# block 1

Figure 1. Routed metal per tile (block 1).
Bar = 20 µm. 20 x 20 tiles, from dark blue (low) to red (high), scaled to the fullest tile. Values are wire area over tile area, all layers added.
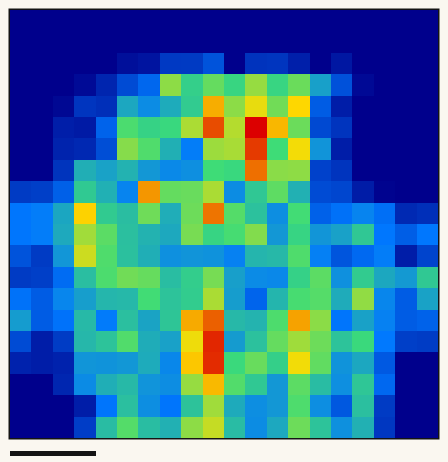

$ cat config.mk
export PLATFORM = sky130hd
export DESIGN_NAME = display_scheduler
export DESIGN_NICKNAME = d
export VERILOG_FILES = /design/src/rtl/display_pkg.sv /design/src/rtl/display_rr_arbiter.sv /design/src/rtl/display_scheduler.sv
export SDC_FILE = /design/constraint.sdc
export NUM_CORES = 1
export LEC_CHECK = 0
export CORE_MARGIN = 10
export CORE_UTILIZATION = 47
export DETAILED_ROUTE_END_ITERATION = 8
export PLACE_DENSITY = 0.82
export SYNTH_ARGS = -nofsm -noshare
export SYNTH_HDL_FRONTEND = slang
export SYNTH_HIERARCHICAL = 1
export SYNTH_SLANG_ARGS = --single-unit
$ cat constraint.sdc
create_clock -name clk_i -period 3.6 [get_ports clk_i]
set_input_delay 0.72 -clock clk_i [delete_from_list [all_inputs] [get_ports clk_i]]
set_output_delay 0.72 -clock clk_i [all_outputs]
set_load 0.05 [all_outputs]
$ cat src/rtl/display_pkg.sv
// Shared types and helpers for the display scheduler: FSM state encoding,
// default timing constants and small elaboration-time helpers.
package display_pkg;

  typedef enum logic [2:0] {
    S_IDLE,
    S_SEND,
    S_TX_WAIT,
    S_FINISH,
    S_DWELL
  } sched_state_t;

  localparam int DEFAULT_DWELL_CYCLES   = 4000;
  localparam int DEFAULT_TIMEOUT_CYCLES = 1000000;

  // One bit of a one-hot vector: high when position pos is the selected index.
  function automatic logic onehot_bit(input int idx, input int pos);
    return idx == pos;
  endfunction

  function automatic int max_int(input int a, input int b);
    return (a > b) ? a : b;
  endfunction

endpackage

$ cat src/rtl/display_rr_arbiter.sv
// Combinational round-robin picker: first asserted request searching upward
// from ptr_i+1, wrapping modulo NUM_REQ.
module rr_arbiter #(
  parameter int NUM_REQ = 4,
  parameter int IDX_W   = $clog2(NUM_REQ)
) (
  input  logic [NUM_REQ-1:0] req_i,
  input  logic [IDX_W-1:0]   ptr_i,
  output logic               valid_o,
  output logic [IDX_W-1:0]   idx_o
);

  logic [IDX_W-1:0]   cand [NUM_REQ];
  logic [NUM_REQ-1:0] hit;

  // cand[gi] is the requester visited gi+1 steps after the pointer.
  for (genvar gi = 0; gi < NUM_REQ; gi++) begin : g_cand
    assign cand[gi] = IDX_W'((int'(ptr_i) + gi + 1) % NUM_REQ);
    assign hit[gi]  = req_i[cand[gi]];
  end

  always_comb begin
    valid_o = |hit;
    idx_o   = '0;
    for (int k = NUM_REQ - 1; k >= 0; k--) begin
      if (hit[k]) begin
        idx_o = cand[k];
      end
    end
  end

endmodule

$ cat src/rtl/display_scheduler.sv
// Time-shares one display path between NUM_REQ requesters: round-robin grant,
// single strobe per value, wait for transfer end (or timeout), then a minimum dwell.
module display_scheduler
  import display_pkg::*;
#(
  parameter int NUM_REQ        = 4,
  parameter int DATA_W         = 16,
  parameter int DWELL_CYCLES   = DEFAULT_DWELL_CYCLES,
  parameter int TIMEOUT_CYCLES = DEFAULT_TIMEOUT_CYCLES
) (
  input  logic                        clk_i,
  input  logic                        rst_i,
  input  logic [NUM_REQ-1:0]          req_i,
  input  logic [NUM_REQ*DATA_W-1:0]   data_i,
  output logic [NUM_REQ-1:0]          grant_o,
  output logic [NUM_REQ-1:0]          done_o,
  output logic [DATA_W-1:0]           disp_data_o,
  output logic                        disp_strobe_o,
  input  logic                        disp_busy_i,
  input  logic                        disp_ack_err_i,
  output logic [$clog2(NUM_REQ)-1:0]  owner_o,
  output logic                        err_o
);

  localparam int IDX_W = $clog2(NUM_REQ);
  localparam int CNT_W = $clog2(max_int(DWELL_CYCLES, TIMEOUT_CYCLES) + 1);
  localparam logic [CNT_W-1:0] TIMEOUT_LAST = CNT_W'(TIMEOUT_CYCLES - 1);
  localparam logic [CNT_W-1:0] DWELL_LAST   =
    CNT_W'((DWELL_CYCLES > 0) ? DWELL_CYCLES - 1 : 0);

  sched_state_t         state_q;
  logic [NUM_REQ-1:0]   grant_q;
  logic [NUM_REQ-1:0]   done_q;
  logic [DATA_W-1:0]    data_q;
  logic                 strobe_q;
  logic                 err_q;
  logic [IDX_W-1:0]     owner_q;
  logic [IDX_W-1:0]     ptr_q;
  logic [CNT_W-1:0]     cnt_q;
  logic                 seen_busy_q;
  logic                 nack_q;

  logic                 arb_valid;
  logic [IDX_W-1:0]     arb_idx;
  logic [NUM_REQ-1:0]   grant_d;
  logic [DATA_W-1:0]    data_d;
  logic [DATA_W-1:0]    data_slices [NUM_REQ];
  logic                 seen_busy_d;
  logic                 nack_d;
  logic                 tx_end;
  logic                 tx_timeout;

  rr_arbiter #(
    .NUM_REQ (NUM_REQ),
    .IDX_W   (IDX_W)
  ) u_arb (
    .req_i   (req_i),
    .ptr_i   (ptr_q),
    .valid_o (arb_valid),
    .idx_o   (arb_idx)
  );

  for (genvar gi = 0; gi < NUM_REQ; gi++) begin : g_slice
    assign data_slices[gi] = data_i[gi*DATA_W +: DATA_W];
    assign grant_d[gi]     = onehot_bit(int'(arb_idx), gi);
  end

  assign data_d = data_slices[arb_idx];

  // Busy already high in the strobe cycle is captured in SEND, so a fast
  // display path that drops busy on the first TX_WAIT cycle still ends cleanly.
  assign seen_busy_d = seen_busy_q | disp_busy_i;
  assign nack_d      = nack_q | disp_ack_err_i;
  assign tx_end      = seen_busy_q && !disp_busy_i;
  assign tx_timeout  = (cnt_q == TIMEOUT_LAST);

  always_ff @(posedge clk_i or posedge rst_i) begin
    if (rst_i) begin
      state_q     <= S_IDLE;
      grant_q     <= '0;
      done_q      <= '0;
      data_q      <= '0;
      strobe_q    <= 1'b0;
      err_q       <= 1'b0;
      owner_q     <= '0;
      ptr_q       <= IDX_W'(NUM_REQ - 1);
      cnt_q       <= '0;
      seen_busy_q <= 1'b0;
      nack_q      <= 1'b0;
    end else begin
      strobe_q <= 1'b0;
      done_q   <= '0;
      err_q    <= 1'b0;
      case (state_q)
        S_IDLE: begin
          if (arb_valid) begin
            data_q   <= data_d;
            owner_q  <= arb_idx;
            grant_q  <= grant_d;
            strobe_q <= 1'b1;
            state_q  <= S_SEND;
          end
        end
        S_SEND: begin
          seen_busy_q <= disp_busy_i;
          nack_q      <= 1'b0;
          cnt_q       <= '0;
          state_q     <= S_TX_WAIT;
        end
        S_TX_WAIT: begin
          seen_busy_q <= seen_busy_d;
          nack_q      <= nack_d;
          cnt_q       <= cnt_q + CNT_W'(1);
          if (tx_end || tx_timeout) begin
            done_q  <= grant_q;
            err_q   <= (tx_timeout && !tx_end) || nack_d;
            state_q <= S_FINISH;
          end
        end
        S_FINISH: begin
          ptr_q <= owner_q;
          cnt_q <= '0;
          if (DWELL_CYCLES > 0) begin
            state_q <= S_DWELL;
          end else begin
            grant_q <= '0;
            state_q <= S_IDLE;
          end
        end
        S_DWELL: begin
          cnt_q <= cnt_q + CNT_W'(1);
          // Dwell runs to completion regardless of what the owner does with req.
          if (cnt_q == DWELL_LAST) begin
            grant_q <= '0;
            cnt_q   <= '0;
            state_q <= S_IDLE;
          end
        end
        default: state_q <= S_IDLE;
      endcase
    end
  end

  assign grant_o       = grant_q;
  assign done_o        = done_q;
  assign disp_data_o   = data_q;
  assign disp_strobe_o = strobe_q;
  assign owner_o       = owner_q;
  assign err_o         = err_q;

endmodule

# block 2

===== src/rtl/truth_table_sweeper.sv =====
// Truth-table sweeper: walks a WIDTH-input combinational block through every
// input vector, lets each settle, and records the output bit per vector.
module truth_table_sweeper #(
  parameter int WIDTH  = 4,
  parameter int SETTLE = 2
) (
  input  logic               clk_i,
  input  logic               rst_i,
  input  logic               start_i,
  input  logic               abort_i,
  output logic [WIDTH-1:0]   dut_a_o,
  input  logic               dut_z_i,
  output logic               busy_o,
  output logic               done_o,
  output logic [2**WIDTH-1:0] truth_table_o,
  output logic [WIDTH:0]     ones_count_o
);

  localparam int N  = 2**WIDTH;
  localparam int CW = $clog2(SETTLE + 1);

  typedef enum logic [1:0] {
    IDLE,
    RUN,
    DONE
  } state_t;

  state_t           state_q, state_d;
  logic [WIDTH-1:0] idx_q, idx_d;
  logic [CW-1:0]    cnt_q, cnt_d;
  logic [WIDTH-1:0] dut_a_q, dut_a_d;
  logic             busy_q, busy_d;
  logic             done_q, done_d;
  logic [N-1:0]     tt_q, tt_d;
  logic [WIDTH:0]   ones_q, ones_d;

  always_ff @(posedge clk_i) begin
    if (rst_i) begin
      state_q <= IDLE;
      idx_q   <= '0;
      cnt_q   <= '0;
      dut_a_q <= '0;
      busy_q  <= 1'b0;
      done_q  <= 1'b0;
      tt_q    <= '0;
      ones_q  <= '0;
    end else begin
      state_q <= state_d;
      idx_q   <= idx_d;
      cnt_q   <= cnt_d;
      dut_a_q <= dut_a_d;
      busy_q  <= busy_d;
      done_q  <= done_d;
      tt_q    <= tt_d;
      ones_q  <= ones_d;
    end
  end

  // Abort outranks a coinciding sample edge, so an aborted sweep never
  // records the vector that was in flight.
  always_comb begin
    state_d = state_q;
    idx_d   = idx_q;
    cnt_d   = cnt_q;
    dut_a_d = dut_a_q;
    busy_d  = busy_q;
    done_d  = 1'b0;
    tt_d    = tt_q;
    ones_d  = ones_q;

    case (state_q)
      IDLE: begin
        dut_a_d = '0;
        busy_d  = 1'b0;
        if (start_i && !abort_i) begin
          state_d = RUN;
          idx_d   = '0;
          cnt_d   = CW'(SETTLE);
          busy_d  = 1'b1;
          tt_d    = '0;
          ones_d  = '0;
        end
      end

      RUN: begin
        if (abort_i) begin
          state_d = IDLE;
          dut_a_d = '0;
          busy_d  = 1'b0;
        end else if (cnt_q > CW'(1)) begin
          cnt_d = cnt_q - CW'(1);
        end else begin
          tt_d[idx_q] = dut_z_i;
          ones_d      = ones_q + {{WIDTH{1'b0}}, dut_z_i};
          if (idx_q == WIDTH'(N - 1)) begin
            state_d = DONE;
            dut_a_d = '0;
            busy_d  = 1'b0;
            done_d  = 1'b1;
          end else begin
            idx_d   = idx_q + WIDTH'(1);
            dut_a_d = idx_q + WIDTH'(1);
            cnt_d   = CW'(SETTLE);
          end
        end
      end

      DONE: begin
        state_d = IDLE;
        dut_a_d = '0;
        busy_d  = 1'b0;
      end

      default: begin
        state_d = IDLE;
        dut_a_d = '0;
        busy_d  = 1'b0;
      end
    endcase
  end

  assign dut_a_o       = dut_a_q;
  assign busy_o        = busy_q;
  assign done_o        = done_q;
  assign truth_table_o = tt_q;
  assign ones_count_o  = ones_q;

endmodule


===== config.mk =====
export PLATFORM = sky130hd
export DESIGN_NAME = truth_table_sweeper
export DESIGN_NICKNAME = d
export VERILOG_FILES = /design/src/rtl/truth_table_sweeper.sv
export SDC_FILE = /design/constraint.sdc
export NUM_CORES = 1
export LEC_CHECK = 0
export CAP_MARGIN = 20
export CORE_ASPECT_RATIO = 1.75
export CORE_MARGIN = 1
export CORE_UTILIZATION = 51
export CTS_CLUSTER_SIZE = 20
export DETAILED_ROUTE_END_ITERATION = 12
export PLACE_DENSITY = 0.86
export SLEW_MARGIN = 25
export SYNTH_ARGS = -nofsm -noshare
export SYNTH_HDL_FRONTEND = slang
export SYNTH_SLANG_ARGS = --single-unit

===== constraint.sdc =====
create_clock -name clk_i -period 1.9 [get_ports clk_i]
set_input_delay 0.19 -clock clk_i [delete_from_list [all_inputs] [get_ports clk_i]]
set_output_delay 0.19 -clock clk_i [all_outputs]
set_load 0.02 [all_outputs]

Figure 2. Routing congestion map (block 2).
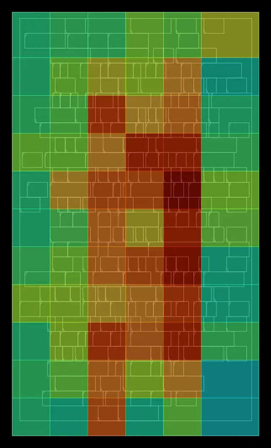
WL/cell: 13.8 µm
Finished Core Util: 0.667
met2 track utilization from global routing: 0.381

==> run notes, block 2 <==
The remaining number of nets flagged by the antenna check after routing was 0; the iteration count of the initial detailed-routing pass was 5. The power density over the cells works out to 673 nW/µm². When the netlist entered floorplanning its net count stood at 208. Relative contribution of the clock network to total power: 0.384. The number of cells after detailed placement is 261. The run finished with clean final reports. Setup repair after global routing left no endpoint under its margin.

The clock latency on the worst-skew pair was 0.28 ns; the via count of the first global-routing pass was 1394. The register with the most flip-flops in the layout has 16 of them. The run gives 2070 µm² as the post-route cell area.

The run gives 0.175 for the non-clock buffer contribution to total cell area. 140 cells are multi-input combinational gates. The number of gates resized after CTS was 0.
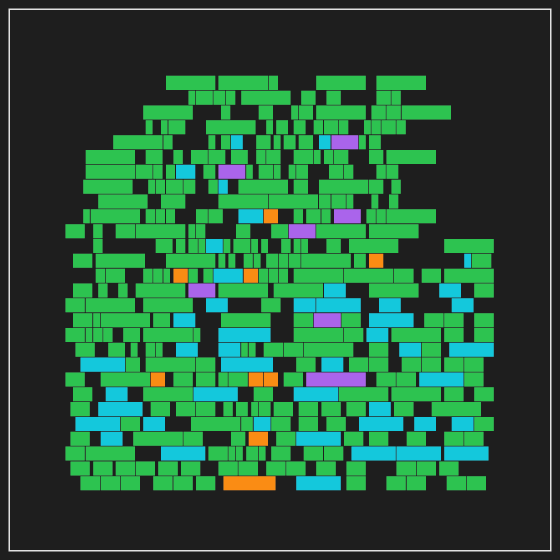
Figure 3: block 1, sizing map.
[green] _0 and _1 cells | cells: 301 | share: 83% | most used: clkdlybuf4s50_1
[purple] _6 and larger | cells: 7 | share: 1.9% | most used: clkbuf_8
[cyan] _2 cells | cells: 45 | share: 12% | most used: mux2_2
[orange] _3 and _4 cells | cells: 9 | share: 2.5% | most used: buf_4

Notes on Figure 1 above:
fullest tile: 0.46
nearly empty tiles: 26%
mean over tiles: 0.13
tiles over half the peak: 21%

==> run notes, block 1 <==
The run finished with clean final reports. Placement row count: 28. The script reports the combined buffer and inverter count of the critical path as 2.

The run gives 0.693 as the core utilization of the finished layout. Mean routed wirelength per cell: 18.9 µm. Type of origin of the critical path: a primary input. For this block, the initial DRC count from the detailed router was 112.

The final antenna diode tally reported by the flow is 0. The fraction of the yosys area taken by sequential cells was 0.470. Most common library cell in the layout ignoring fill and taps: clkdlybuf4s50_1. In the Yosys report the total cell count is 262. Combinational share of cell area: 0.356.

In the setup report, the worst path falls into the class primary input to flip-flop. For the worst-skew pair, the clock arrives at the later sink with an insertion delay of 0.31 ns. The number of setup buffers added after CTS is 0. The area growth from synthesis to layout is 41.4%.

The biggest cell delay along the critical path was 0.82 ns. The count of non-filler cells in the finished layout is 437. The endpoint of the lowest-slack register-to-register path is cnt_q[11].

==> screenshots <==
Placed cells, one colour a class.
panel A
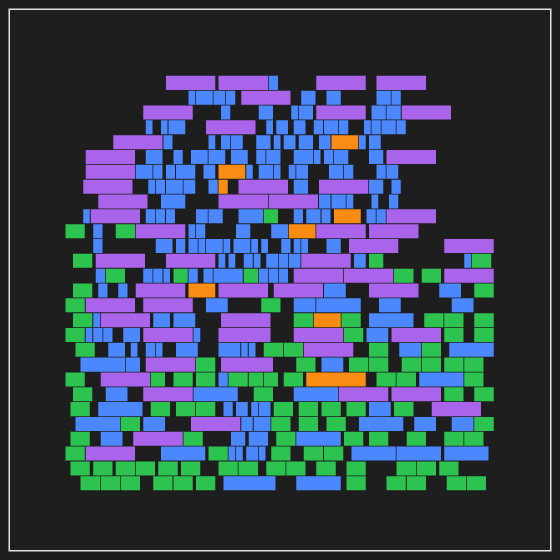
panel B
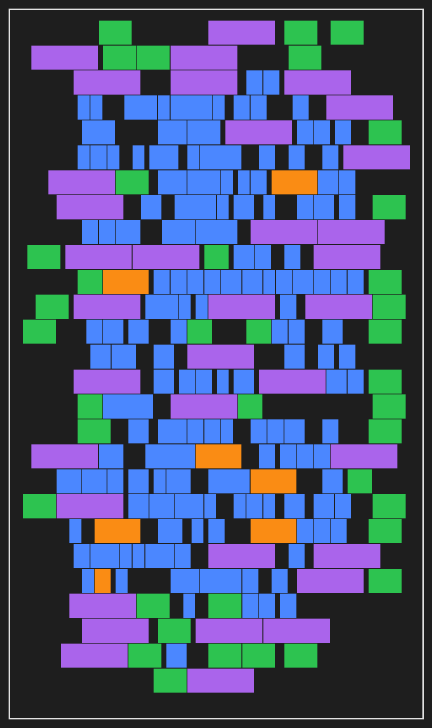
Of these, most sequential cells: panel A
Of these, most cells: panel A
| from | picture |
|---|---|
| block 1 | panel A |
| block 2 | panel B |



==> gallery <==
Local utilization.
image #1
Bar = 10 µm. 5 x 8 tiles, from dark blue (low) to red (high), 0 to 100% covered.
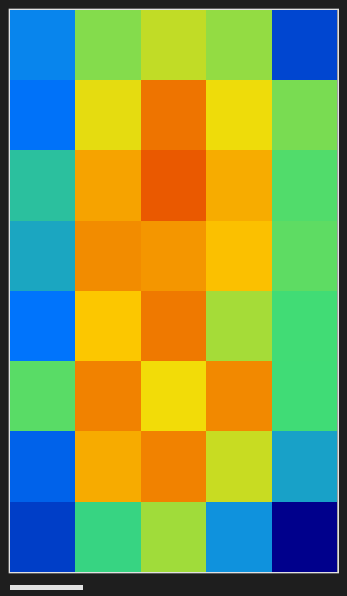
image #2
Bar = 20 µm. 10 x 10 tiles, from dark blue (low) to red (high), 0 to 100% covered.
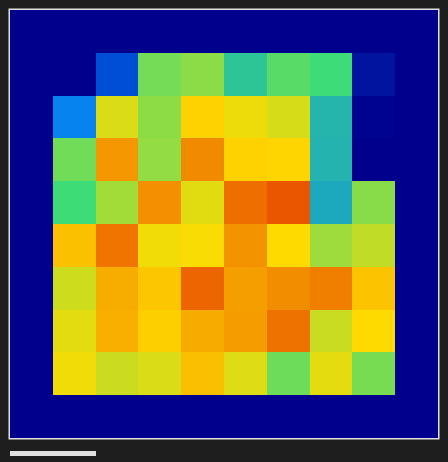
block 1 -> image #2
block 2 -> image #1

Key to image #1:
nearly empty tiles: 2.5%
tiles over 75% full: 33%
fullest tile: 90%
mean over tiles: 58%

No activity file was given, so power comes from the tool's default toggle rates.
